# ---- design 1 ----
### Power grid, design 1

Scale bar: 20 um. Pins as bars on the die edge.
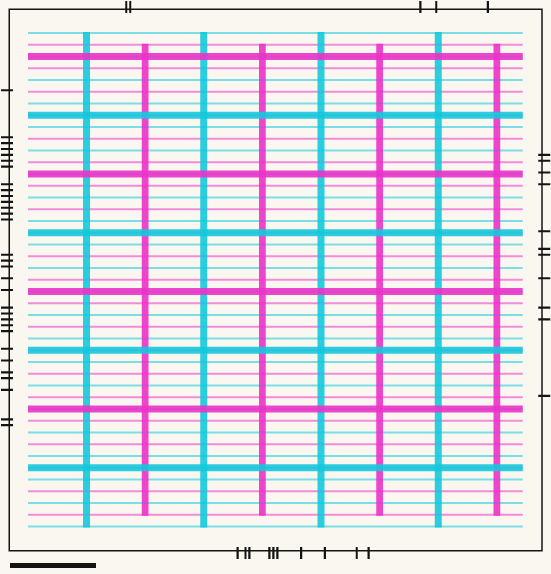

===== config.mk =====
export PLATFORM = sky130hd
export DESIGN_NAME = text_console_ctrl
export DESIGN_NICKNAME = d
export VERILOG_FILES = /design/src/rtl/text_console_ctrl.sv
export SDC_FILE = /design/constraint.sdc
export NUM_CORES = 1
export LEC_CHECK = 0
export CAP_MARGIN = 20
export CORE_AREA = 4 4 119 121
export DETAILED_ROUTE_END_ITERATION = 8
export DIE_AREA = 0 0 123 125
export PLACE_DENSITY_LB_ADDON = 0.15
export SYNTH_ARGS = -nofsm -noshare
export SYNTH_HDL_FRONTEND = slang
export SYNTH_SLANG_ARGS = --single-unit

===== constraint.sdc =====
create_clock -name clk -period 3.6 [get_ports clk]
set_clock_uncertainty 0.2 [all_clocks]
set_input_delay 0.54 -clock clk [delete_from_list [all_inputs] [get_ports clk]]
set_output_delay 0.54 -clock clk [all_outputs]
set_load 0.005 [all_outputs]

===== src/rtl/text_console_ctrl.sv =====
// Terminal sequencer: ASCII keys in, one-cell text-memory write strobes out (70x30 grid).
// Latency: key accepted at edge N -> write strobe registered at edge N+1; ready again at N+2
//          (+COLS cycles for a scroll, +ROWS*COLS cycles for a form-feed).
// Backpressure: key_ready is low from acceptance until the command (and any clear) is done.
//
// Ports:
//   clk, reset                       clock, synchronous active-high reset
//   key_valid/key_ready              key handshake; key_code (ASCII), key_color (3-bit)
//   wr_en, wr_x, wr_y, wr_char,      registered one-cell write port to text memory
//   wr_color                         (wr_y is the physical row)
//   cursor_x, cursor_y               logical cursor position
//   row_off                          physical row displayed at screen row 0
//   busy                             ~key_ready
module text_console_ctrl #(
   parameter int         COLS  = 70,
   parameter int         ROWS  = 30,
   parameter logic [7:0] BLANK = 8'h20
) (
   input  logic       clk,
   input  logic       reset,
   input  logic       key_valid,
   output logic       key_ready,
   input  logic [7:0] key_code,
   input  logic [2:0] key_color,
   output logic       wr_en,
   output logic [6:0] wr_x,
   output logic [4:0] wr_y,
   output logic [7:0] wr_char,
   output logic [2:0] wr_color,
   output logic [6:0] cursor_x,
   output logic [4:0] cursor_y,
   output logic [4:0] row_off,
   output logic       busy
);

   localparam logic [6:0] X_LAST = 7'(COLS - 1);
   localparam logic [4:0] Y_LAST = 5'(ROWS - 1);
   localparam logic [5:0] ROWS6  = 6'(ROWS);

   typedef enum logic [1:0] {IDLE, EXEC, CLR_ROW, CLR_ALL} state_t;

   state_t     state, state_nx;
   logic [7:0] code_q, code_nx;
   logic [2:0] color_q, color_nx;
   logic [6:0] cx_nx;
   logic [4:0] cy_nx, ro_nx;
   logic [6:0] clr_x, clr_x_nx;
   logic [4:0] clr_y, clr_y_nx;
   logic       wr_en_nx;
   logic [6:0] wr_x_nx;
   logic [4:0] wr_y_nx;
   logic [7:0] wr_char_nx;
   logic [2:0] wr_color_nx;
   logic       ready_nx;
   logic       newline;

   // Physical row of the cursor, the row above it, and the next row offset,
   // all mod ROWS via add-then-conditional-subtract.
   logic [5:0] y_sum, ro_sum;
   logic [4:0] phys_y, phys_y_up, ro_inc;

   assign y_sum     = {1'b0, cursor_y} + {1'b0, row_off};
   assign phys_y    = (y_sum >= ROWS6) ? 5'(y_sum - ROWS6) : y_sum[4:0];
   assign phys_y_up = (phys_y == 5'd0) ? Y_LAST : phys_y - 5'd1;
   assign ro_sum    = {1'b0, row_off} + 6'd1;
   assign ro_inc    = (ro_sum >= ROWS6) ? 5'(ro_sum - ROWS6) : ro_sum[4:0];

   assign busy = ~key_ready;

   always_comb begin
      state_nx    = state;
      code_nx     = code_q;
      color_nx    = color_q;
      cx_nx       = cursor_x;
      cy_nx       = cursor_y;
      ro_nx       = row_off;
      clr_x_nx    = clr_x;
      clr_y_nx    = clr_y;
      wr_en_nx    = 1'b0;
      wr_x_nx     = wr_x;
      wr_y_nx     = wr_y;
      wr_char_nx  = wr_char;
      wr_color_nx = wr_color;
      newline     = 1'b0;

      case (state)
         IDLE: begin
            if (key_valid && key_ready) begin
               code_nx  = key_code;
               color_nx = key_color;
               state_nx = EXEC;
            end
         end

         EXEC: begin
            state_nx = IDLE;
            if (code_q >= 8'h20 && code_q <= 8'h7E) begin
               wr_en_nx    = 1'b1;
               wr_x_nx     = cursor_x;
               wr_y_nx     = phys_y;
               wr_char_nx  = code_q;
               wr_color_nx = color_q;
               if (cursor_x < X_LAST) cx_nx = cursor_x + 7'd1;
               else                   newline = 1'b1;
            end else if (code_q == 8'h0A || code_q == 8'h0D) begin
               newline = 1'b1;
            end else if (code_q == 8'h08) begin
               if (cursor_x != 7'd0) begin
                  cx_nx       = cursor_x - 7'd1;
                  wr_en_nx    = 1'b1;
                  wr_x_nx     = cursor_x - 7'd1;
                  wr_y_nx     = phys_y;
                  wr_char_nx  = BLANK;
                  wr_color_nx = 3'd0;
               end else if (cursor_y != 5'd0) begin
                  cx_nx       = X_LAST;
                  cy_nx       = cursor_y - 5'd1;
                  wr_en_nx    = 1'b1;
                  wr_x_nx     = X_LAST;
                  wr_y_nx     = phys_y_up;
                  wr_char_nx  = BLANK;
                  wr_color_nx = 3'd0;
               end
            end else if (code_q == 8'h0C) begin
               cx_nx    = 7'd0;
               cy_nx    = 5'd0;
               ro_nx    = 5'd0;
               clr_x_nx = 7'd0;
               clr_y_nx = 5'd0;
               state_nx = CLR_ALL;
            end

            // On the last row the screen scrolls: the old top physical row
            // becomes the new bottom row and must be blanked.
            if (newline) begin
               cx_nx = 7'd0;
               if (cursor_y < Y_LAST) begin
                  cy_nx = cursor_y + 5'd1;
               end else begin
                  ro_nx    = ro_inc;
                  clr_x_nx = 7'd0;
                  clr_y_nx = row_off;
                  state_nx = CLR_ROW;
               end
            end
         end

         CLR_ROW, CLR_ALL: begin
            wr_en_nx    = 1'b1;
            wr_x_nx     = clr_x;
            wr_y_nx     = clr_y;
            wr_char_nx  = BLANK;
            wr_color_nx = 3'd0;
            if (clr_x == X_LAST) begin
               clr_x_nx = 7'd0;
               if (state == CLR_ROW || clr_y == Y_LAST) state_nx = IDLE;
               else                                       clr_y_nx = clr_y + 5'd1;
            end else begin
               clr_x_nx = clr_x + 7'd1;
            end
         end

         default: state_nx = IDLE;
      endcase

      // Ready follows IDLE with one cycle of delay so it stays low while the
      // last registered write of a command is on the bus.
      ready_nx = (state == IDLE) && (state_nx == IDLE);
   end

   always_ff @(posedge clk) begin
      if (reset) begin
         state     <= IDLE;
         code_q    <= 8'd0;
         color_q   <= 3'd0;
         cursor_x  <= 7'd0;
         cursor_y  <= 5'd0;
         row_off   <= 5'd0;
         clr_x     <= 7'd0;
         clr_y     <= 5'd0;
         wr_en     <= 1'b0;
         wr_x      <= 7'd0;
         wr_y      <= 5'd0;
         wr_char   <= 8'd0;
         wr_color  <= 3'd0;
         key_ready <= 1'b1;
      end else begin
         state     <= state_nx;
         code_q    <= code_nx;
         color_q   <= color_nx;
         cursor_x  <= cx_nx;
         cursor_y  <= cy_nx;
         row_off   <= ro_nx;
         clr_x     <= clr_x_nx;
         clr_y     <= clr_y_nx;
         wr_en     <= wr_en_nx;
         wr_x      <= wr_x_nx;
         wr_y      <= wr_y_nx;
         wr_char   <= wr_char_nx;
         wr_color  <= wr_color_nx;
         key_ready <= ready_nx;
      end
   end

endmodule

# ---- design 2 ----
## src/rtl/sr_p2s_feeder.sv

```systemverilog
// Byte FIFO and load sequencer feeding an 8-bit parallel-to-serial shifter.
// Optional synchronous flush input is enabled with `define SR_FEEDER_FLUSH_EN.
module sr_p2s_feeder #(
    parameter int DEPTH  = 8,
    parameter int ADDR_W = 3
) (
    input  logic              clk,
    input  logic              rst_n,
`ifdef SR_FEEDER_FLUSH_EN
    input  logic              flush,
`endif
    input  logic [7:0]        in_data,
    input  logic              in_valid,
    output logic              in_ready,
    input  logic              sr_ready,
    output logic              sr_load,
    output logic [7:0]        sr_data,
    output logic [ADDR_W:0]   count,
    output logic              empty
);

    typedef enum logic [1:0] {
        IDLE = 2'd0,
        LOAD = 2'd1,
        WAIT = 2'd2
    } state_t;

    localparam logic [ADDR_W:0] FULL_CNT = (ADDR_W + 1)'(DEPTH);
    localparam logic [ADDR_W:0] PTR_ONE  = (ADDR_W + 1)'(1);

    state_t          state_q, state_d;
    logic            hold_q, hold_d;
    logic            sr_load_q, sr_load_d;
    logic [7:0]      sr_data_q, sr_data_d;
    logic            in_ready_q, in_ready_d;
    logic [ADDR_W:0] wr_ptr_q, wr_ptr_d;
    logic [ADDR_W:0] rd_ptr_q, rd_ptr_d;
    logic [ADDR_W:0] count_q, count_d;
    logic [7:0]      mem_q [DEPTH];
    logic [7:0]      mem_d [DEPTH];
    logic            push;
    logic            pop;
    logic            fifo_empty;
    logic            flush_req;

    // Pointers carry one extra wrap bit so the difference distinguishes full from empty.
    assign count_q    = wr_ptr_q - rd_ptr_q;
    assign fifo_empty = (count_q == '0);

`ifdef SR_FEEDER_FLUSH_EN
    assign flush_req = flush;
`else
    assign flush_req = 1'b0;
`endif

    always_comb begin
        state_d   = state_q;
        hold_d    = hold_q;
        sr_load_d = 1'b0;
        sr_data_d = sr_data_q;
        pop       = 1'b0;

        case (state_q)
            IDLE: begin
                if (!fifo_empty && sr_ready) begin
                    pop       = 1'b1;
                    sr_load_d = 1'b1;
                    sr_data_d = mem_q[rd_ptr_q[ADDR_W-1:0]];
                    state_d   = LOAD;
                end
            end
            LOAD: begin
                state_d = WAIT;
                hold_d  = 1'b1;
            end
            WAIT: begin
                // The shifter's ready is registered, so its first post-load value is stale.
                if (hold_q) begin
                    hold_d = 1'b0;
                end else if (sr_ready) begin
                    if (!fifo_empty) begin
                        pop       = 1'b1;
                        sr_load_d = 1'b1;
                        sr_data_d = mem_q[rd_ptr_q[ADDR_W-1:0]];
                        state_d   = LOAD;
                    end else begin
                        state_d = IDLE;
                    end
                end
            end
            default: begin
                state_d = IDLE;
                hold_d  = 1'b0;
            end
        endcase

        push = in_valid && in_ready_q && !flush_req;

        wr_ptr_d = push ? (wr_ptr_q + PTR_ONE) : wr_ptr_q;
        rd_ptr_d = pop  ? (rd_ptr_q + PTR_ONE) : rd_ptr_q;

        if (flush_req) begin
            wr_ptr_d  = '0;
            rd_ptr_d  = '0;
            state_d   = IDLE;
            hold_d    = 1'b0;
            sr_load_d = 1'b0;
        end

        count_d    = wr_ptr_d - rd_ptr_d;
        in_ready_d = (count_d != FULL_CNT);

        mem_d = mem_q;
        if (push) begin
            mem_d[wr_ptr_q[ADDR_W-1:0]] = in_data;
        end
    end

    always_ff @(posedge clk or negedge rst_n) begin
        if (!rst_n) begin
            state_q    <= IDLE;
            hold_q     <= 1'b0;
            sr_load_q  <= 1'b0;
            sr_data_q  <= 8'h00;
            in_ready_q <= 1'b1;
            wr_ptr_q   <= '0;
            rd_ptr_q   <= '0;
        end else begin
            state_q    <= state_d;
            hold_q     <= hold_d;
            sr_load_q  <= sr_load_d;
            sr_data_q  <= sr_data_d;
            in_ready_q <= in_ready_d;
            wr_ptr_q   <= wr_ptr_d;
            rd_ptr_q   <= rd_ptr_d;
        end
    end

    // Storage needs no reset: entries are only read after being written.
    always_ff @(posedge clk) begin
        mem_q <= mem_d;
    end

    assign in_ready = in_ready_q;
    assign sr_load  = sr_load_q;
    assign sr_data  = sr_data_q;
    assign count    = count_q;
    assign empty    = fifo_empty;

endmodule

```

## config.mk

```make
export PLATFORM = sky130hd
export DESIGN_NAME = sr_p2s_feeder
export DESIGN_NICKNAME = d
export VERILOG_FILES = /design/src/rtl/sr_p2s_feeder.sv
export SDC_FILE = /design/constraint.sdc
export NUM_CORES = 1
export LEC_CHECK = 0
export CAP_MARGIN = 20
export CORE_ASPECT_RATIO = 0.8
export CORE_MARGIN = 5
export CORE_UTILIZATION = 40
export CTS_CLUSTER_DIAMETER = 80
export DETAILED_ROUTE_END_ITERATION = 7
export SETUP_SLACK_MARGIN = 0.1
export SLEW_MARGIN = 20
export SYNTH_ARGS = -nofsm -noshare
export SYNTH_HDL_FRONTEND = slang
export SYNTH_SLANG_ARGS = --single-unit
```

## constraint.sdc

```tcl
create_clock -name clk -period 3.65 [get_ports clk]
set_input_delay 0.9125 -clock clk [delete_from_list [all_inputs] [get_ports clk]]
set_output_delay 0.9125 -clock clk [all_outputs]
set_load 0.02 [all_outputs]
```

# ---- design 3 ----
$ cat src/rtl/sar_adc_pkg.sv
// Shared types and default sizes for the SAR ADC controller.
package sar_adc_pkg;

    localparam int ADCBITS_DEF = 10;
    localparam int CNTW_DEF    = 8;

    typedef enum logic [1:0] {
        IDLE,
        SAMPLE,
        CONVERT,
        HOLD
    } state_t;

endpackage

$ cat src/rtl/sync_2ff.sv
// Generic two-flop synchronizer with a configurable reset level.
module sync_2ff #(
    parameter logic RESET_VAL = 1'b0
) (
    input  logic clk,
    input  logic reset_n,
    input  logic d,
    output logic q
);

    logic meta_reg;
    logic sync_reg;

    always_ff @(posedge clk or negedge reset_n) begin
        if (!reset_n) begin
            meta_reg <= RESET_VAL;
            sync_reg <= RESET_VAL;
        end else begin
            meta_reg <= d;
            sync_reg <= meta_reg;
        end
    end

    assign q = sync_reg;

endmodule

$ cat src/rtl/sar_adc_ctrl.sv
// Sequences sample/convert on an asynchronous SAR ADC and hands each result
// downstream on a valid/ready interface.
module sar_adc_ctrl
    import sar_adc_pkg::*;
#(
    parameter int ADCBITS = ADCBITS_DEF,
    parameter int CNTW    = CNTW_DEF
) (
    input  logic               clk,
    input  logic               reset_n,
    input  logic               trigger,
    input  logic [CNTW-1:0]    sample_cycles,
    input  logic [CNTW-1:0]    timeout_cycles,
    input  logic [ADCBITS-1:0] adc_dout,
    input  logic               adc_done,
    output logic               sample,
    output logic [ADCBITS-1:0] data_out,
    output logic               data_valid,
    input  logic               data_ready,
    output logic               busy,
    output logic               timeout_err,
    output logic [CNTW-1:0]    dropped_cnt
);

    localparam logic [CNTW-1:0] ONE = {{(CNTW-1){1'b0}}, 1'b1};

    state_t          state_reg;
    logic [CNTW-1:0] count_reg;
    logic            done_s;
    logic [CNTW-1:0] sample_last;
    logic [CNTW-1:0] count_inc;
    logic            timeout_hit;

    // The ADC idles with done high, so the synchronizer resets to 1.
    sync_2ff #(.RESET_VAL(1'b1)) u_done_sync (
        .clk     (clk),
        .reset_n (reset_n),
        .d       (adc_done),
        .q       (done_s)
    );

    assign sample_last = (sample_cycles == '0) ? '0 : sample_cycles - ONE;
    assign count_inc   = (count_reg == '1) ? count_reg : count_reg + ONE;
    assign timeout_hit = (timeout_cycles != '0) && (count_reg >= timeout_cycles);

    always_ff @(posedge clk or negedge reset_n) begin
        if (!reset_n) begin
            state_reg   <= IDLE;
            count_reg   <= '0;
            sample      <= 1'b0;
            data_out    <= '0;
            data_valid  <= 1'b0;
            busy        <= 1'b0;
            timeout_err <= 1'b0;
            dropped_cnt <= '0;
        end else begin
            timeout_err <= 1'b0;

            if (trigger && (state_reg != IDLE) && (dropped_cnt != '1))
                dropped_cnt <= dropped_cnt + ONE;

            case (state_reg)
                IDLE: begin
                    if (trigger) begin
                        state_reg <= SAMPLE;
                        sample    <= 1'b1;
                        busy      <= 1'b1;
                        count_reg <= '0;
                    end
                end
                SAMPLE: begin
                    count_reg <= count_inc;
                    // done_s low proves the ADC saw sample rise before we drop it.
                    if ((count_reg >= sample_last) && !done_s) begin
                        state_reg <= CONVERT;
                        sample    <= 1'b0;
                        count_reg <= '0;
                    end else if (done_s && timeout_hit) begin
                        state_reg   <= IDLE;
                        sample      <= 1'b0;
                        busy        <= 1'b0;
                        timeout_err <= 1'b1;
                        count_reg   <= '0;
                    end
                end
                CONVERT: begin
                    count_reg <= count_inc;
                    if (done_s) begin
                        state_reg  <= HOLD;
                        data_out   <= adc_dout;
                        data_valid <= 1'b1;
                        count_reg  <= '0;
                    end else if (timeout_hit) begin
                        state_reg   <= IDLE;
                        busy        <= 1'b0;
                        timeout_err <= 1'b1;
                        count_reg   <= '0;
                    end
                end
                HOLD: begin
                    if (data_ready) begin
                        state_reg  <= IDLE;
                        data_valid <= 1'b0;
                        busy       <= 1'b0;
                    end
                end
                default: begin
                    state_reg  <= IDLE;
                    sample     <= 1'b0;
                    data_valid <= 1'b0;
                    busy       <= 1'b0;
                    count_reg  <= '0;
                end
            endcase
        end
    end

endmodule

$ cat config.mk
export PLATFORM = sky130hd
export DESIGN_NAME = sar_adc_ctrl
export DESIGN_NICKNAME = d
export VERILOG_FILES = /design/src/rtl/sar_adc_pkg.sv /design/src/rtl/sync_2ff.sv /design/src/rtl/sar_adc_ctrl.sv
export SDC_FILE = /design/constraint.sdc
export NUM_CORES = 1
export LEC_CHECK = 0
export CAP_MARGIN = 10
export CORE_ASPECT_RATIO = 2
export CORE_UTILIZATION = 40
export CTS_BUF_LIST = sky130_fd_sc_hd__clkbuf_8 sky130_fd_sc_hd__clkbuf_16
export DETAILED_ROUTE_END_ITERATION = 10
export PLACE_DENSITY = 0.68
export RECOVER_POWER = 25
export SLEW_MARGIN = 25
export SYNTH_ARGS = -nofsm -noshare
export SYNTH_HDL_FRONTEND = slang
export SYNTH_SLANG_ARGS = --single-unit
$ cat constraint.sdc
create_clock -name clk -period 2.25 [get_ports clk]
set_input_delay 0.3375 -clock clk [delete_from_list [all_inputs] [get_ports clk]]
set_output_delay 0.3375 -clock clk [all_outputs]
set_load 0.005 [all_outputs]
### Wiring by layer, design 2

Scale bar: 20 um. Only two layers are drawn.
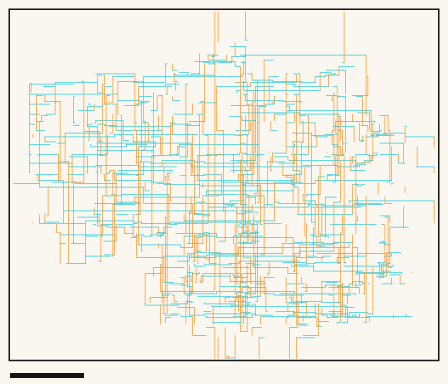
| color | layer | wire length |
|---|---|---|
| cyan | M1 | 3,060 um |
| orange | M2 | 2,960 um |

==> ci_impl_report.md, design 2 <==
## PnR job results

| Metric | Value |
|---|---|
| Comb pwr | `1.76 mW` |
| Status | `completed` |
| # resized after CTS | `1` |
| Clock sinks | `85` |
| Clk buf depth | `2` |
| Final worst path period share | `91.85%` |
| Clk tree area frac | `5.557%` |
| Post-synth seq share | `68.33%` |
| Utilization after layout | `50.03%` |
| CP required | `2.74 ns` |
| Worst path buffer plus inverter count | `3` |
| Most frequent CP cell | `inv_1` |
| Clock skew | `0.008723 ns` |
| Largest cell class | `registers` |
| AO/OA Area Share | `3.527%` |
| DP Area | `0.004055 sq mm` |
| Final Power | `3.913 mW` |
| GRT busiest layer | `met2` |
| Clock buffer cells | `11` |
==> design 2: worst paths after layout <==
path | depth (start not counted) | slack, ns | start | end
worst max-delay path | 8 | 0.30 | wr_ptr_q[0] | empty
max in group asynchronous | 2 | 2.47 | rst_n | in_ready
worst max register to register | 15 | 0.46 | wr_ptr_q[0] | in_ready
worst min-delay path | 2 | 0.48 | sr_data[5] | sr_data[5]
worst min register to register | 2 | 0.48 | sr_data[5] | sr_data[5]
min in group asynchronous | 2 | 0.90 | rst_n | sr_data[5]
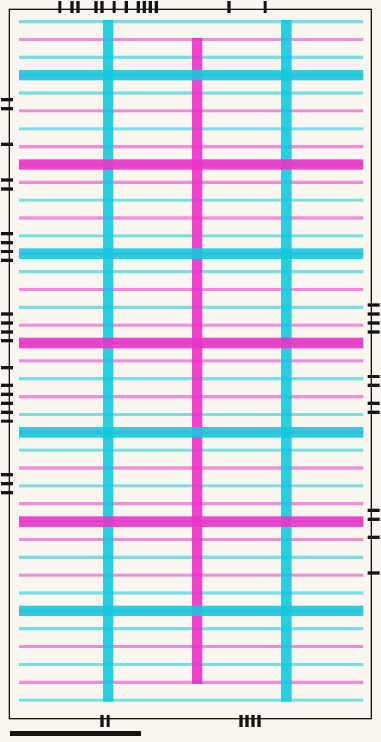
*Power grid, design 3*
Scale bar: 20 um. Pins as bars on the die edge.
| color | net |
|---|---|
| magenta | VDD |
| cyan | VSS |
signal pins: 53
met5 straps: 7
met4 straps: 3
rows: 38

==> ci_impl_report.md, design 3 <==
## PnR job results

| Metric | Value |
|---|---|
| Ys async rst share | `100.0%` |
| Sequential power | `898 uW` |
| Top cell area share | `35.73%` |
| Power per standard cell area | `755.4 mW/mm^2` |
| CTS root buf | `clkbuf_8` |
| Utilization after layout | `63.90%` |
| GRT met1 Usage | `19.04%` |
| Highest routed layer | `met4` |
| Largest net degree at the start of global routing | `35` |
| AO/OA Area Share | `15.69%` |
| Dominant kind of combinational cell | `simple AND/OR/NAND/NOR gates` |
| Final setup margin | `-0.2514 ns` |
| Hold Path Class | `flop to flop` |
| Violated checks | `setup timing` |
| Pint | `1.743 mW` |
| Endpoints failing setup | `11` |
| Startpoint types | `input pin` |
| Status | `complete, but fails checks` |
| GRT busiest layer | `met2` |
| Global Route met2 Usage | `42.69%` |
| Core ar. | `0.005420 sq mm` |
-- design 3: cell usage in the layout, fill, tap and decap left out, types with 4 or more instances in the layout --
master	n
ha_1	20
clkdlybuf4s50_1	42
nand4_1	6
nand2b_1	4
mux2_2	12
xor2_1	4
a21oi_1	9
xnor2_1	8
clkbuf_8	8
nor2_1	7
nand3_1	4
inv_1	15
a21o_1	4
nand2_1	21
buf_4	32
nor3_1	7
dfrtp_1	32
ha_4	4
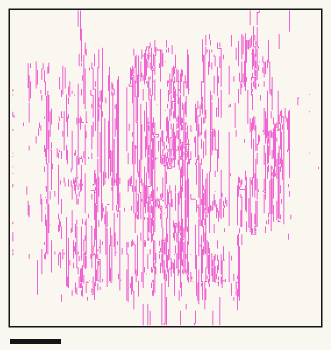
*Metal 2, design 1*
Scale bar: 20 um.
longest straight run: 54.4 um
main direction: vertical

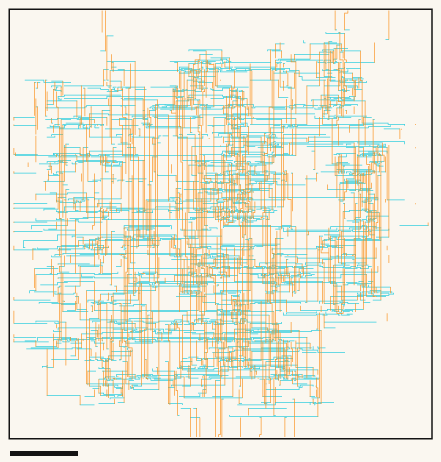
*Wiring by layer, design 1*
Scale bar: 20 um. Only two layers are drawn.
| color | layer | wire length |
|---|---|---|
| cyan | M1 | 6,690 um |
| orange | M2 | 6,440 um |

About 'Power grid' of design 1:
| color | net |
|---|---|
| magenta | VDD |
| cyan | VSS |
rows: 42
signal pins: 57
met4 straps: 8
met5 straps: 8
met1 rails: 43

==> ci_impl_report.md, design 1 <==
## PnR job results

| Metric | Value |
|---|---|
| Synth-to-layout area growth | `22.78%` |
| Clk ins delay skew pair | `0.34 ns` |
| Final setup margin | `0.5235 ns` |
| Power per standard cell area | `361.4 mW/mm^2` |
| Seq/total area | `24.26%` |
| Comb pwr | `242 uW` |
| Critical Path End | `wr_y[4]` |
| Leading cell types by count after synthesis | `nand2_1 (69), dfxtp_1 (67), a21oi_1 (48), nor2_1 (37), nand3_1 (34)` |
| EDFF count, synth | `0` |
| DPL Wire Length | `10,410 um` |
| Largest cell class | `logic gates` |
| GRT Overall Usage | `18.75%` |
| Worst Path Max Fanout | `9` |
| Die Y-Extent | `125 um` |
| H-tree depth | `3` |
| Crit end category | `flop` |
| Status | `completed` |
| CTS root buf | `clkbuf_16` |
| P_leak | `1.911 nW` |
| First-pass GRT wire length | `23,300 um` |
==> design 1: metal layers <==
layer,vias to the layer above,share of wire (%)
li1,2295,-
met1,2120,47
met2,164,45
met3,20,6.5
met4,0,1.5
met5,-,0
==> design 1: worst max-delay path, cell delays in order, from the launching register on <==
cell	delay [ns]
dfxtp_1	0.39
ha_1	0.29
fa_1	0.43
a211oi_1	0.40
nor2_1	0.17
o41ai_2	0.30
mux2i_1	0.19
or4_1	0.49
o211ai_1	0.16

# ---- design 4 ----
### Metal 2, design 4

Scale bar: 200 um.
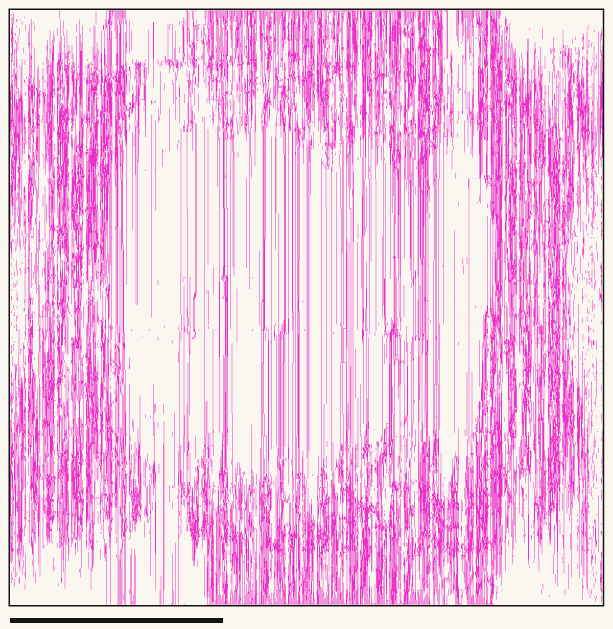

File: src/rtl/twobit_26x18_mesh.sv
// twobit_26x18_mesh: a mesh of identical cells over a COLS x ROWS image of
// 2-bit pixels. Each cell flags its pixel as a contour pixel using one of
// three neighbourhood rules. The resulting map is registered once per clock.
module twobit_26x18_mesh #(
  parameter int COLS = 26,
  parameter int ROWS = 18
) (
  input  logic                       clk,
  input  logic                       high,
  input  logic [2*COLS*ROWS-1:0]     inp,
  input  logic [1:0]                 algo,
  output logic [COLS*ROWS-1:0]       contour
);

  localparam int N = COLS * ROWS;

  localparam logic [1:0] ALGO_PIXEL  = 2'b00;
  localparam logic [1:0] ALGO_RDBF   = 2'b01;
  localparam logic [1:0] ALGO_VERTEX = 2'b10;

  // Foreground map padded by a one-pixel background ring. Edge and corner
  // cells then read off-image neighbours as background without special cases.
  logic [ROWS+1:0][COLS+1:0] fg_pad;
  logic [N-1:0]              next_map;
  logic [N-1:0]              contour_d;
  logic [N-1:0]              contour_q;

  genvar gr, gc;

  generate
    for (gr = 0; gr < ROWS + 2; gr++) begin : g_pad_row
      for (gc = 0; gc < COLS + 2; gc++) begin : g_pad_col
        if (gr == 0 || gr == ROWS + 1 || gc == 0 || gc == COLS + 1) begin : g_ring
          assign fg_pad[gr][gc] = 1'b0;
        end else begin : g_img
          // Any non-zero 2-bit value counts as foreground.
          assign fg_pad[gr][gc] = |inp[2*((gr-1)*COLS + (gc-1)) +: 2];
        end
      end
    end
  endgenerate

  generate
    for (gr = 0; gr < ROWS; gr++) begin : g_cell_row
      for (gc = 0; gc < COLS; gc++) begin : g_cell_col
        logic self_fg;
        logic bg_n, bg_s, bg_e, bg_w;
        logic bg_ne, bg_nw, bg_se, bg_sw;
        logic cell_bit;

        // The padded coordinates of this pixel are (gr+1, gc+1).
        assign self_fg = fg_pad[gr+1][gc+1];
        assign bg_n    = ~fg_pad[gr][gc+1];
        assign bg_s    = ~fg_pad[gr+2][gc+1];
        assign bg_w    = ~fg_pad[gr+1][gc];
        assign bg_e    = ~fg_pad[gr+1][gc+2];
        assign bg_nw   = ~fg_pad[gr][gc];
        assign bg_ne   = ~fg_pad[gr][gc+2];
        assign bg_sw   = ~fg_pad[gr+2][gc];
        assign bg_se   = ~fg_pad[gr+2][gc+2];

        // Apply the selected contour rule. A background pixel and the
        // reserved algo code both yield 0.
        always_comb begin
          cell_bit = 1'b0;
          case (algo)
            ALGO_PIXEL:  cell_bit = self_fg & (bg_n | bg_s | bg_e | bg_w);
            ALGO_RDBF:   cell_bit = self_fg & (bg_n | bg_s | bg_e | bg_w |
                                               bg_ne | bg_nw | bg_se | bg_sw);
            ALGO_VERTEX: cell_bit = self_fg & (bg_n | bg_s) & (bg_e | bg_w);
            default:     cell_bit = 1'b0;
          endcase
        end

        assign next_map[gr*COLS + gc] = cell_bit;
      end
    end
  endgenerate

  // The next register value is the full combinational map from this cycle.
  always_comb begin
    contour_d = next_map;
  end

  // The contour register. Reset clears it at once, without waiting for clk.
  always_ff @(posedge clk or negedge high) begin
    if (!high) begin
      contour_q <= '0;
    end else begin
      contour_q <= contour_d;
    end
  end

  assign contour = contour_q;

endmodule

File: config.mk
export PLATFORM = sky130hd
export DESIGN_NAME = twobit_26x18_mesh
export DESIGN_NICKNAME = d
export VERILOG_FILES = /design/src/rtl/twobit_26x18_mesh.sv
export SDC_FILE = /design/constraint.sdc
export NUM_CORES = 2
export LEC_CHECK = 0
export CAP_MARGIN = 20
export CORE_AREA = 2 2 555 557
export CTS_BUF_LIST = sky130_fd_sc_hd__clkbuf_16
export CTS_CLUSTER_SIZE = 40
export DETAILED_ROUTE_END_ITERATION = 8
export DIE_AREA = 0 0 557 559
export GPL_TIMING_DRIVEN = 1
export PLACE_DENSITY = 0.31
export SLEW_MARGIN = 30
export SYNTH_ARGS = -nofsm -noshare
export SYNTH_HDL_FRONTEND = slang
export SYNTH_SLANG_ARGS = --single-unit
File: constraint.sdc
create_clock -name clk -period 0.8 [get_ports clk]
set_input_delay 0.16 -clock clk [delete_from_list [all_inputs] [get_ports clk]]
set_output_delay 0.16 -clock clk [all_outputs]
set_load 0.005 [all_outputs]
# ---- design 5 ----
`src/rtl/avalon_copy_master.sv`:
```
// avalon_copy_master: Avalon-MM word copier, pipelined reads buffered in a show-ahead FIFO.
// Define COPY_CHECKSUM_EN to accumulate a 32-bit sum of the written words.
`timescale 1ns/1ps
module avalon_copy_master #(
    parameter int ADDR_W     = 8,
    parameter int DATA_W     = 32,
    parameter int LEN_W      = 9,
    parameter int FIFO_DEPTH = 8
) (
    input  logic              clk,
    input  logic              reset,
    input  logic              start,
    input  logic [ADDR_W-1:0] src_addr,
    input  logic [ADDR_W-1:0] dst_addr,
    input  logic [LEN_W-1:0]  len,
    output logic              busy,
    output logic              done,
    output logic [31:0]       checksum,
    output logic [ADDR_W-1:0] rd_address,
    output logic              rd_read,
    input  logic              rd_waitrequest,
    input  logic [DATA_W-1:0] rd_readdata,
    input  logic              rd_readdatavalid,
    output logic [ADDR_W-1:0] wr_address,
    output logic              wr_write,
    output logic [DATA_W-1:0] wr_writedata,
    input  logic              wr_waitrequest
);

    localparam int AW = $clog2(FIFO_DEPTH);
    localparam int CW = AW + 1;

    typedef enum logic [1:0] {
        IDLE,
        RUN,
        DONE
    } state_t;

    state_t            state, state_n;
    logic [LEN_W-1:0]  rd_left, wr_left;
    logic [CW-1:0]     outst, count;
    logic [AW-1:0]     wptr, rptr;
    logic [DATA_W-1:0] mem [FIFO_DEPTH];
    logic              start_ok, rd_acc, wr_acc, push, last_wr;
    logic              done_q;

    always_comb begin
        start_ok = (state == IDLE) && start;
        // credit: words in flight plus words buffered never exceed the FIFO
        rd_read  = (state == RUN) && (rd_left != '0) &&
                   (({1'b0, outst} + {1'b0, count}) < (CW+1)'(FIFO_DEPTH));
        rd_acc   = rd_read && !rd_waitrequest;
        push     = rd_readdatavalid && (outst != '0);
        wr_write = (state == RUN) && (count != '0);
        wr_acc   = wr_write && !wr_waitrequest;
        last_wr  = wr_acc && (wr_left == LEN_W'(1));
        wr_writedata = (count != '0) ? mem[rptr] : '0;
        busy     = (state == RUN);
        done     = done_q;
    end

    always_comb begin
        state_n = state;
        unique case (state)
            IDLE: if (start) state_n = (len == '0) ? DONE : RUN;
            RUN:  if ((wr_left == '0) || last_wr) state_n = DONE;
            DONE: state_n = IDLE;
            default: state_n = IDLE;
        endcase
    end

    always_ff @(posedge clk or posedge reset) begin
        if (reset) begin
            state      <= IDLE;
            done_q     <= 1'b0;
            rd_address <= '0;
            wr_address <= '0;
            rd_left    <= '0;
            wr_left    <= '0;
            outst      <= '0;
            count      <= '0;
            wptr       <= '0;
            rptr       <= '0;
        end else begin
            state  <= state_n;
            // a zero-length copy reports one cycle later, from DONE
            done_q <= ((state == RUN) && last_wr) ||
                      ((state == DONE) && !done_q);
            if (start_ok) begin
                rd_address <= src_addr;
                wr_address <= dst_addr;
                rd_left    <= len;
                wr_left    <= len;
            end
            if (rd_acc) begin
                rd_address <= rd_address + ADDR_W'(1);
                rd_left    <= rd_left - LEN_W'(1);
            end
            unique case ({rd_acc, push})
                2'b10:   outst <= outst + CW'(1);
                2'b01:   outst <= outst - CW'(1);
                default: ;
            endcase
            if (push) wptr <= wptr + AW'(1);
            if (wr_acc) begin
                rptr       <= rptr + AW'(1);
                wr_address <= wr_address + ADDR_W'(1);
                wr_left    <= wr_left - LEN_W'(1);
            end
            unique case ({push, wr_acc})
                2'b10:   count <= count + CW'(1);
                2'b01:   count <= count - CW'(1);
                default: ;
            endcase
        end
    end

    always_ff @(posedge clk) begin
        if (push) mem[wptr] <= rd_readdata;
    end

`ifdef COPY_CHECKSUM_EN
    localparam int SW = (DATA_W < 32) ? DATA_W : 32;

    logic [31:0] sum_q, word32;

    always_comb word32 = 32'(wr_writedata[SW-1:0]);

    always_ff @(posedge clk or posedge reset) begin
        if (reset) begin
            sum_q <= '0;
        end else if (start_ok) begin
            sum_q <= '0;
        end else if (wr_acc) begin
            sum_q <= sum_q + word32;
        end
    end

    assign checksum = sum_q;
`else
    assign checksum = '0;
`endif

endmodule

```
`config.mk`:
```
export PLATFORM = sky130hd
export DESIGN_NAME = avalon_copy_master
export DESIGN_NICKNAME = d
export VERILOG_FILES = /design/src/rtl/avalon_copy_master.sv
export SDC_FILE = /design/constraint.sdc
export NUM_CORES = 1
export LEC_CHECK = 0
export ABC_AREA = 0
export CORE_ASPECT_RATIO = 0.75
export CORE_MARGIN = 4
export CORE_UTILIZATION = 50
export DETAILED_ROUTE_END_ITERATION = 16
export PLACE_DENSITY = 0.72
export SLEW_MARGIN = 15
export SYNTH_ARGS = -nofsm -noshare
export SYNTH_HDL_FRONTEND = slang
export SYNTH_SLANG_ARGS = --single-unit
```
`constraint.sdc`:
```
create_clock -name clk -period 4.2 [get_ports clk]
set_input_delay 0.42 -clock clk [delete_from_list [all_inputs] [get_ports clk]]
set_output_delay 0.42 -clock clk [all_outputs]
set_load 0.02 [all_outputs]
```
### The clock network, design 5

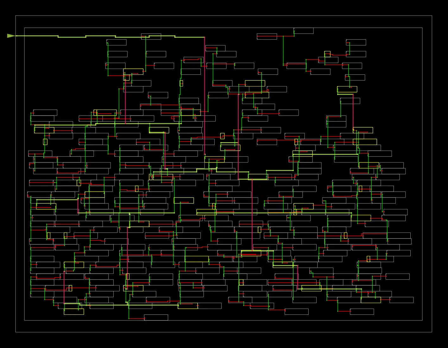
total CTS buffers: 29
flip-flops: 307
clk ins delay skew pair: 0.53 ns
Clock buffer cells: 36

==> ci_impl_report.md, design 5 <==
## PnR job results

| Metric | Value |
|---|---|
| Status | `completed` |
| DR vias | `6,965` |
| Crit path from | `rptr[0]` |
| Post-synth seq share | `69.47%` |
| Final GP Congestion | `0.8010` |
| Tool warnings | `29` |
| Via density | `5.572` |
| Clock Pin Slew Worst Setup and Hold Paths | `0.06 ns` |
| Utilization after layout | `61.01%` |
| Row Count | `50` |
| Final WL | `25,810 um` |
| Cell type with the largest total area | `edfxtp_1` |
| CP max stage delay | `0.75 ns` |
| EDFF count, synth | `256` |
| Clk tree area frac | `5.912%` |
| Design area | `0.01534 sq mm` |
| Ant diodes | `0` |
| WHS | `0.3871 ns` |
| WL met3 | `1772 um` |
| Largest cell class | `registers` |
| Crit end category | `output pin` |
| Fill cells | `1,869` |
[design 5: kinds of logic after synthesis]
logic type	Yosys count	share of synthesized area, %
and+or+nand+nor	166	6.235
other	1	0.02906
AOI/OAI and AO/OA	75	4.325
muxes	98	13.82
xor gates and xnor gates	12	0.8145
adders and majority gates	18	1.804
DFF	307	69.47
buffers and inverters	81	3.510
[design 5: registers in the layout (all words and copies together), names as in the netlist]
| register | flops |
|---|---|
| mem | 256 |
| rd_left | 9 |
| wr_left | 9 |
| rd_address | 8 |
| wr_address | 8 |
| count | 4 |
| outst | 4 |
| rptr | 3 |
| wptr | 3 |
| state | 2 |
| done | 1 |
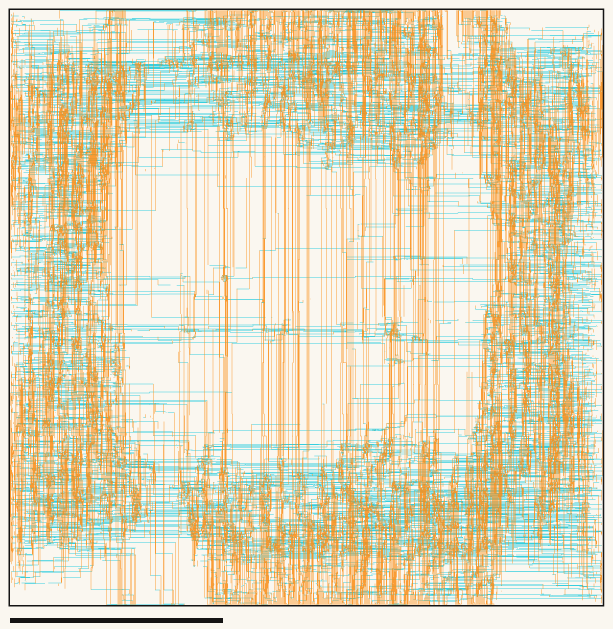
*Wiring by layer, design 4*
Scale bar: 200 um. Only two layers are drawn.
| color | layer | wire length |
|---|---|---|
| cyan | M1 | 144 mm |
| orange | M2 | 188 mm |

About 'Metal 2' of design 4:
wire length on this layer: 188 mm
share of all routed wire: 49%
longest straight run: 416 um
main direction: vertical
nets with wire on the layer: 6,846

==> ci_impl_report.md, design 4 <==
## PnR job results

| Metric | Value |
|---|---|
| Final setup margin | `-0.7776 ns` |
| Seq pwr share | `26.2%` |
| Status | `complete, but fails checks` |
| Endpoints failing setup | `1,032` |
| WHS | `-0.1108 ns` |
| Final GP Congestion | `0.9797` |
| Violated checks | `hold timing, setup timing` |
| Nets | `7,693` |
| Combinational share of cell area | `26.61%` |
| Clk tree area frac | `3.811%` |
| Endpoints failing hold | `33` |
| Dominant flop cell | `dfrtp_1` |
| Post-CTS setup buffers | `15` |
| Top cell excl fill/tap | `buf_4` |
| Final WL | `382,600 um` |
## design 4: metal layers
metal	share of wire [%]	wire length, um
met1	38	144000
met5	0.099	379
met2	49	187700
met3	7.6	28920
met4	5.6	21570
## design 4: worst max-delay path by stage
stage | endpoint | slack, ns | cells past startpoint
6_report | contour[383] | -0.78 | 1
5_1_grt | contour[124] | -0.85 | 1
4_1_cts | contour[124] | -0.91 | 1
3_5_place_dp | contour[423] | -1.93 | 6
3_3_place_gp | contour[423] | -2.00 | 6
2_1_floorplan | contour[395] | -0.22 | 6

# ---- design 6 ----
### Power grid, design 6

Scale bar: 10 um. Pins as bars on the die edge.
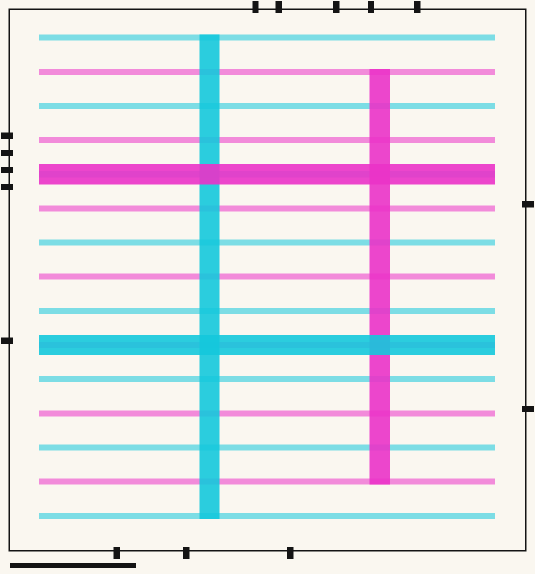

--- config.mk ---
export PLATFORM = sky130hd
export DESIGN_NAME = rr_sel_arbiter
export DESIGN_NICKNAME = d
export VERILOG_FILES = /design/src/rtl/rr_sel_arbiter.sv
export SDC_FILE = /design/constraint.sdc
export NUM_CORES = 1
export LEC_CHECK = 0
export CORE_AREA = 2 2 39 41
export DETAILED_ROUTE_END_ITERATION = 10
export DIE_AREA = 0 0 41 43
export PLACE_DENSITY_LB_ADDON = 0.25
export SLEW_MARGIN = 40
export SYNTH_ARGS = -nofsm -noshare
export SYNTH_HDL_FRONTEND = slang
export SYNTH_SLANG_ARGS = --single-unit
--- constraint.sdc ---
create_clock -name clk -period 3.95 [get_ports clk]
set_input_delay 0.5925 -clock clk [delete_from_list [all_inputs] [get_ports clk]]
set_output_delay 0.5925 -clock clk [all_outputs]
set_load 0.05 [all_outputs]
--- src/rtl/rr_sel_arbiter.sv ---
// rtl/rr_sel_arbiter.sv - round-robin arbiter driving the select of a registered N-to-1 mux
module rr_sel_arbiter #(
    parameter int N               = 4,
    parameter int ENABLE_STALLING = 1
) (
    input  logic                 clk,
    input  logic                 rst,
    input  logic [N-1:0]         req,
    input  logic                 stall,
    output logic [N-1:0]         grant,
    output logic [$clog2(N)-1:0] sel,
    output logic                 valid,
    output logic                 out_valid
);

    localparam int   PW       = $clog2(N);
    localparam logic STALL_EN = (ENABLE_STALLING != 0);

    logic          hold;
    logic [N-1:0]  elig;
    logic [PW-1:0] ptr;
    logic [PW-1:0] hi_win;
    logic [PW-1:0] lo_win;
    logic [PW-1:0] win;
    logic [PW-1:0] ptr_nxt;
    logic          hi_found;
    logic          lo_found;

    assign hold = stall & STALL_EN;
    // The source shown this cycle is being consumed, so it sits out one pick.
    assign elig = req & ~grant;

    // Lowest eligible index at or above ptr wins; otherwise the lowest eligible index overall.
    always_comb begin
        hi_found = 1'b0;
        lo_found = 1'b0;
        hi_win   = '0;
        lo_win   = '0;
        for (int i = N - 1; i >= 0; i--) begin
            if (elig[i]) begin
                lo_found = 1'b1;
                lo_win   = PW'(i);
                if (PW'(i) >= ptr) begin
                    hi_found = 1'b1;
                    hi_win   = PW'(i);
                end
            end
        end
        win     = hi_found ? hi_win : lo_win;
        ptr_nxt = (win == PW'(N - 1)) ? '0 : win + 1'b1;
    end

    always_ff @(posedge clk or negedge rst) begin
        if (!rst) begin
            grant     <= '0;
            sel       <= '0;
            valid     <= 1'b0;
            out_valid <= 1'b0;
            ptr       <= '0;
        end else if (!hold) begin
            out_valid <= valid;
            if (lo_found) begin
                grant <= N'(1) << win;
                sel   <= win;
                valid <= 1'b1;
                ptr   <= ptr_nxt;
            end else begin
                grant <= '0;
                valid <= 1'b0;
            end
        end
    end

endmodule

# ---- design 7 ----
==> config.mk <==
export PLATFORM = sky130hd
export DESIGN_NAME = apb_csr_master
export DESIGN_NICKNAME = d
export VERILOG_FILES = /design/src/rtl/apb_csr_master.sv
export SDC_FILE = /design/constraint.sdc
export NUM_CORES = 1
export LEC_CHECK = 0
export CORE_ASPECT_RATIO = 0.7
export CORE_MARGIN = 5
export CORE_UTILIZATION = 40
export DETAILED_ROUTE_END_ITERATION = 16
export HOLD_SLACK_MARGIN = 0.06
export PLACE_DENSITY_LB_ADDON = 0.08
export SLEW_MARGIN = 30
export SYNTH_ARGS = -nofsm -noshare
export SYNTH_HDL_FRONTEND = slang
export SYNTH_SLANG_ARGS = --single-unit
==> constraint.sdc <==
create_clock -name i_clk -period 1.5 [get_ports i_clk]
set_input_delay 0.3 -clock i_clk [delete_from_list [all_inputs] [get_ports i_clk]]
set_output_delay 0.3 -clock i_clk [all_outputs]
set_load 0.005 [all_outputs]
==> src/rtl/apb_csr_master.sv <==
// APB3 requester for the CSR bank: one command at a time, SETUP/ACCESS sequencing,
// PREADY wait with a bounded wait-state timeout, one-cycle response pulse.
module apb_csr_master #(
  parameter int unsigned ADDR_WIDTH = 8,
  parameter int unsigned DATA_WIDTH = 8,
  parameter int unsigned TIMEOUT    = 16
) (
  input  logic                  i_clk,
  input  logic                  i_rst_n,
  input  logic                  i_cmd_valid,
  output logic                  o_cmd_ready,
  input  logic                  i_cmd_write,
  input  logic [ADDR_WIDTH-1:0] i_cmd_addr,
  input  logic [DATA_WIDTH-1:0] i_cmd_wdata,
  output logic                  o_rsp_valid,
  output logic [DATA_WIDTH-1:0] o_rsp_rdata,
  output logic                  o_rsp_err,
  output logic [ADDR_WIDTH-1:0] o_paddr,
  output logic                  o_psel,
  output logic                  o_penable,
  output logic                  o_pwrite,
  output logic [DATA_WIDTH-1:0] o_pwdata,
  input  logic [DATA_WIDTH-1:0] i_prdata,
  input  logic                  i_pready,
  input  logic                  i_pslverr
);

  localparam int unsigned CNT_W = (TIMEOUT > 1) ? $clog2(TIMEOUT) : 1;
  localparam logic [CNT_W-1:0] CNT_MAX = CNT_W'(TIMEOUT - 1);

  // Encoding chosen so bit 1 is PSEL and bit 0 is PENABLE straight from the flops.
  typedef enum logic [1:0] {
    S_IDLE   = 2'b00,
    S_SETUP  = 2'b10,
    S_ACCESS = 2'b11
  } state_e;

  state_e                state_q, state_d;
  logic [CNT_W-1:0]      cnt_q, cnt_d;
  logic [ADDR_WIDTH-1:0] paddr_q, paddr_d;
  logic                  pwrite_q, pwrite_d;
  logic [DATA_WIDTH-1:0] pwdata_q, pwdata_d;
  logic                  rsp_valid_q, rsp_valid_d;
  logic [DATA_WIDTH-1:0] rsp_rdata_q, rsp_rdata_d;
  logic                  rsp_err_q, rsp_err_d;

  // Next-state, command capture and completion logic.
  always_comb begin
    state_d     = state_q;
    cnt_d       = cnt_q;
    paddr_d     = paddr_q;
    pwrite_d    = pwrite_q;
    pwdata_d    = pwdata_q;
    rsp_valid_d = 1'b0;
    rsp_rdata_d = rsp_rdata_q;
    rsp_err_d   = rsp_err_q;

    case (state_q)
      S_IDLE: begin
        if (i_cmd_valid) begin
          state_d  = S_SETUP;
          cnt_d    = '0;
          paddr_d  = i_cmd_addr;
          pwrite_d = i_cmd_write;
          pwdata_d = i_cmd_write ? i_cmd_wdata : '0;
        end
      end
      S_SETUP: begin
        state_d = S_ACCESS;
      end
      S_ACCESS: begin
        if (i_pready) begin
          state_d     = S_IDLE;
          rsp_valid_d = 1'b1;
          rsp_err_d   = i_pslverr;
          rsp_rdata_d = pwrite_q ? '0 : i_prdata;
        end else if (cnt_q == CNT_MAX) begin
          state_d     = S_IDLE;
          rsp_valid_d = 1'b1;
          rsp_err_d   = 1'b1;
          rsp_rdata_d = '0;
        end else begin
          cnt_d = cnt_q + CNT_W'(1);
        end
      end
      default: begin
        state_d = S_IDLE;
      end
    endcase
  end

  always_ff @(posedge i_clk) begin
    if (!i_rst_n) begin
      state_q     <= S_IDLE;
      cnt_q       <= '0;
      paddr_q     <= '0;
      pwrite_q    <= 1'b0;
      pwdata_q    <= '0;
      rsp_valid_q <= 1'b0;
      rsp_rdata_q <= '0;
      rsp_err_q   <= 1'b0;
    end else begin
      state_q     <= state_d;
      cnt_q       <= cnt_d;
      paddr_q     <= paddr_d;
      pwrite_q    <= pwrite_d;
      pwdata_q    <= pwdata_d;
      rsp_valid_q <= rsp_valid_d;
      rsp_rdata_q <= rsp_rdata_d;
      rsp_err_q   <= rsp_err_d;
    end
  end

  assign o_psel      = state_q[1];
  assign o_penable   = state_q[0];
  assign o_cmd_ready = ~state_q[1];
  assign o_paddr     = paddr_q;
  assign o_pwrite    = pwrite_q;
  assign o_pwdata    = pwdata_q;
  assign o_rsp_valid = rsp_valid_q;
  assign o_rsp_rdata = rsp_rdata_q;
  assign o_rsp_err   = rsp_err_q;

endmodule

### Wiring by layer, design 7

Scale bar: 20 um. Only two layers are drawn.
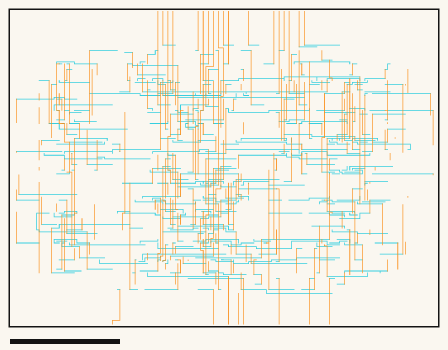
| color | layer | wire length |
|---|---|---|
| cyan | M1 | 1,540 um |
| orange | M2 | 1,540 um |

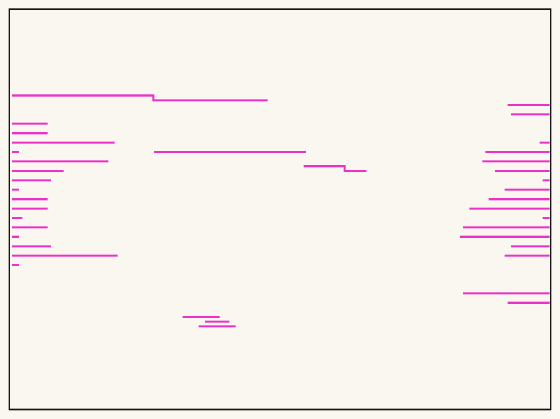
*Metal 3, design 7*
share of all routed wire: 8.6%
longest straight run: 21.6 um
main direction: horizontal

==> ci_impl_report.md, design 7 <==
## PnR job results

| Metric | Value |
|---|---|
| Largest net degree at the start of global routing | `21` |
| Design area | `0.002106 sq mm` |
| Die Wd | `77.94 um` |
| Status | `completed` |
| Port Buffers | `59` |
| Seq/total area | `31.79%` |
| Row Count | `17` |
| DPL Wire Length | `2607 um` |
| Total CTS buffers | `5` |
| Wire length on met1 | `1536 um` |
| Crit-path cells | `clkdlybuf4s50_1` |
| Bufs w/o clock | `76` |
| Worst Path Arrival | `1.14 ns` |
| DRT antenna net count | `0` |
| Cell type with the largest total area | `dfxtp_1` |
| Ys flops | `33` |
| Ys async rst share | `0%` |
## design 7: state kept, by name (all words and copies together) (netlist names)
register / flops
o_paddr: 8
o_pwdata: 8
o_rsp_err: 1
o_pwrite: 1
o_rsp_rdata: 8
state_q: 2
o_rsp_valid: 1
cnt_q: 4
## design 7: power groups by stage
stage               Combinational (mW)  Sequential [mW]  Clock [mW]
floorplan                        0.125            0.948           0
global placement                 0.304            0.952           0
detailed placement               0.309            0.953           0
CTS                              0.309            0.934       0.669
global route                     0.336            0.935       0.714
finish                           0.311            0.931       0.644
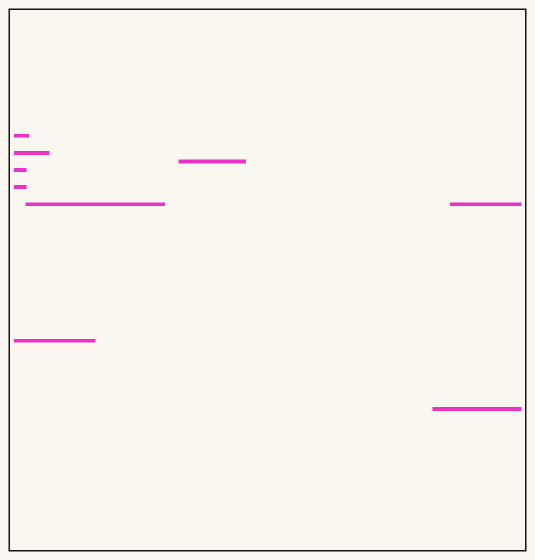
*Metal 3, design 6*
nets with wire on the layer: 8
longest straight run: 10.8 um
share of all routed wire: 3.9%
wire length on this layer: 39.1 um

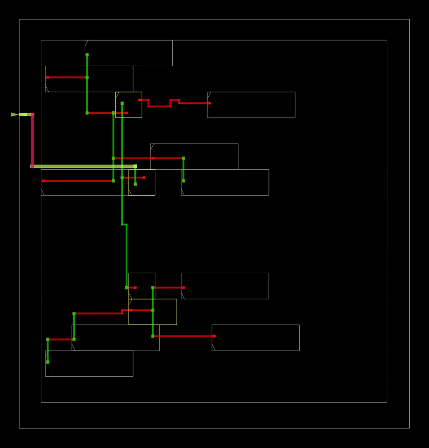
*The clock network, design 6*
Clock buffer cells: 4
clock sinks: 10

About 'Power grid' of design 6:
| color | net |
|---|---|
| magenta | VDD |
| cyan | VSS |
met5 straps: 2
met4 straps: 2

==> ci_impl_report.md, design 6 <==
## PnR job results

| Metric | Value |
|---|---|
| Status | `completed` |
| Cell Type Count | `21` |
| Endpoints failing hold | `0` |
| Die Wd | `41 um` |
| Syn_area_per_cell | `11.52 sq um` |
| Hold depth | `2` |
| Startpoint types | `flop` |
| Worst-margin pin slew | `0.4949 ns` |
| Pre-CTS setup slack | `1.622 ns` |
| Initial DRC Count | `1` |
| Non-clk invs | `2` |
| GRT Overall Usage | `14.43%` |
| Tapcell Cnt | `16` |
| Met2 Wirelength | `500 um` |
| Post-Layout Cell Count | `82` |
| Hold Path Class | `flop to flop` |
| I/O pin total | `15` |
| Relative slew slack | `66.90%` |
| RR Endpoint | `grant[3]` |
| Most frequent cells in the layout | `clkdlybuf4s50_1 (14), dfrtp_1 (10), nand2_1 (7), o21ai_1 (5)` |
| Clock Pin Slew Worst Setup and Hold Paths | `0.07 ns` |
| Final GP Congestion | `0.7625` |
## design 6: cell usage after synthesis (all sizes together)
master / count / share of area (%)
o21ai: 5 / 4.4
o31ai: 1 / 2.2
mux2: 1 / 2.0
buf: 1 / 1.3
ha: 4 / 8.9
dfrtp: 10 / 44
nand2: 7 / 4.7
nand4bb: 1 / 2.0
a22o: 4 / 6.2
a41o: 1 / 1.8
o21a: 1 / 1.3
a21boi: 1 / 1.3
and3b: 1 / 1.6
a41oi: 1 / 2.9
o31a: 1 / 1.6
nor2b: 2 / 2.2
nand2b: 4 / 8.0
o311a: 1 / 2.0
inv: 2 / 1.3

==> layout pictures side by side <==
Metal 2.
(a)
Scale bar: 20 um.
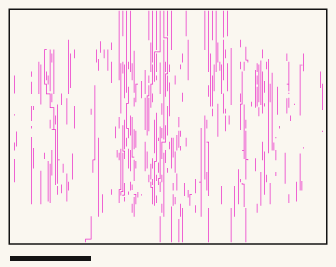
(b)
Scale bar: 10 um.
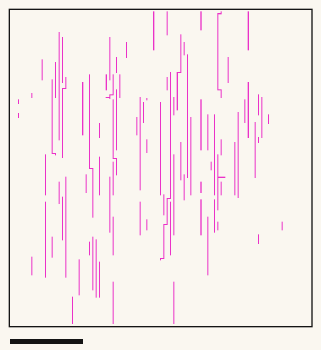
The one with the largest die is (a).
(a) comes from design 7.
(b) comes from design 6.

Key to (a):
wire length on this layer: 1,540 um
nets with wire on the layer: 201
longest straight run: 24.5 um
main direction: vertical



==> notes/layouts.md <==
Pictures saved along the way, in no particular order.

The clock network.
picture 1
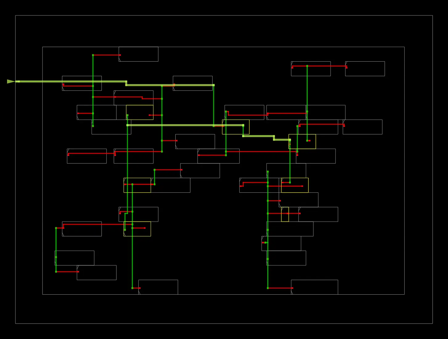
picture 2
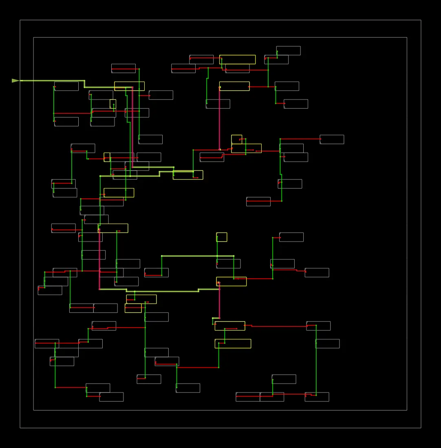
picture 3
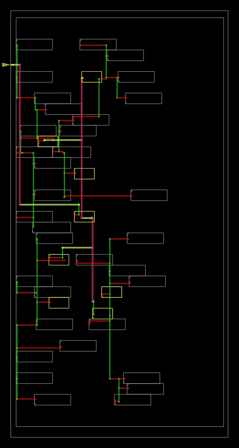
picture 4
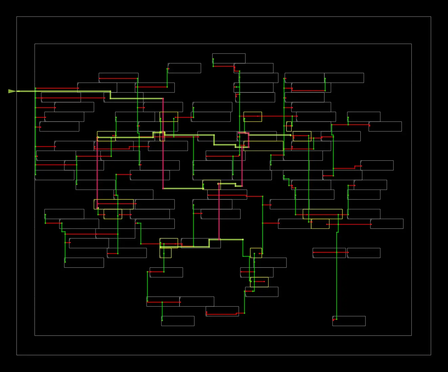
picture 5
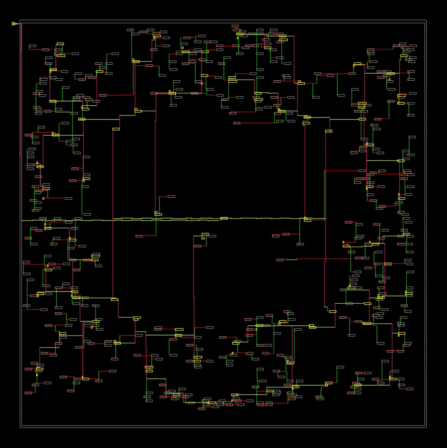
- design 1 = picture 2
- design 7 = picture 1
- design 3 = picture 3
- design 4 = picture 5
- design 2 = picture 4
The one with the most clock buffers is picture 5.

Power is estimated from default activity; no workload was simulated.
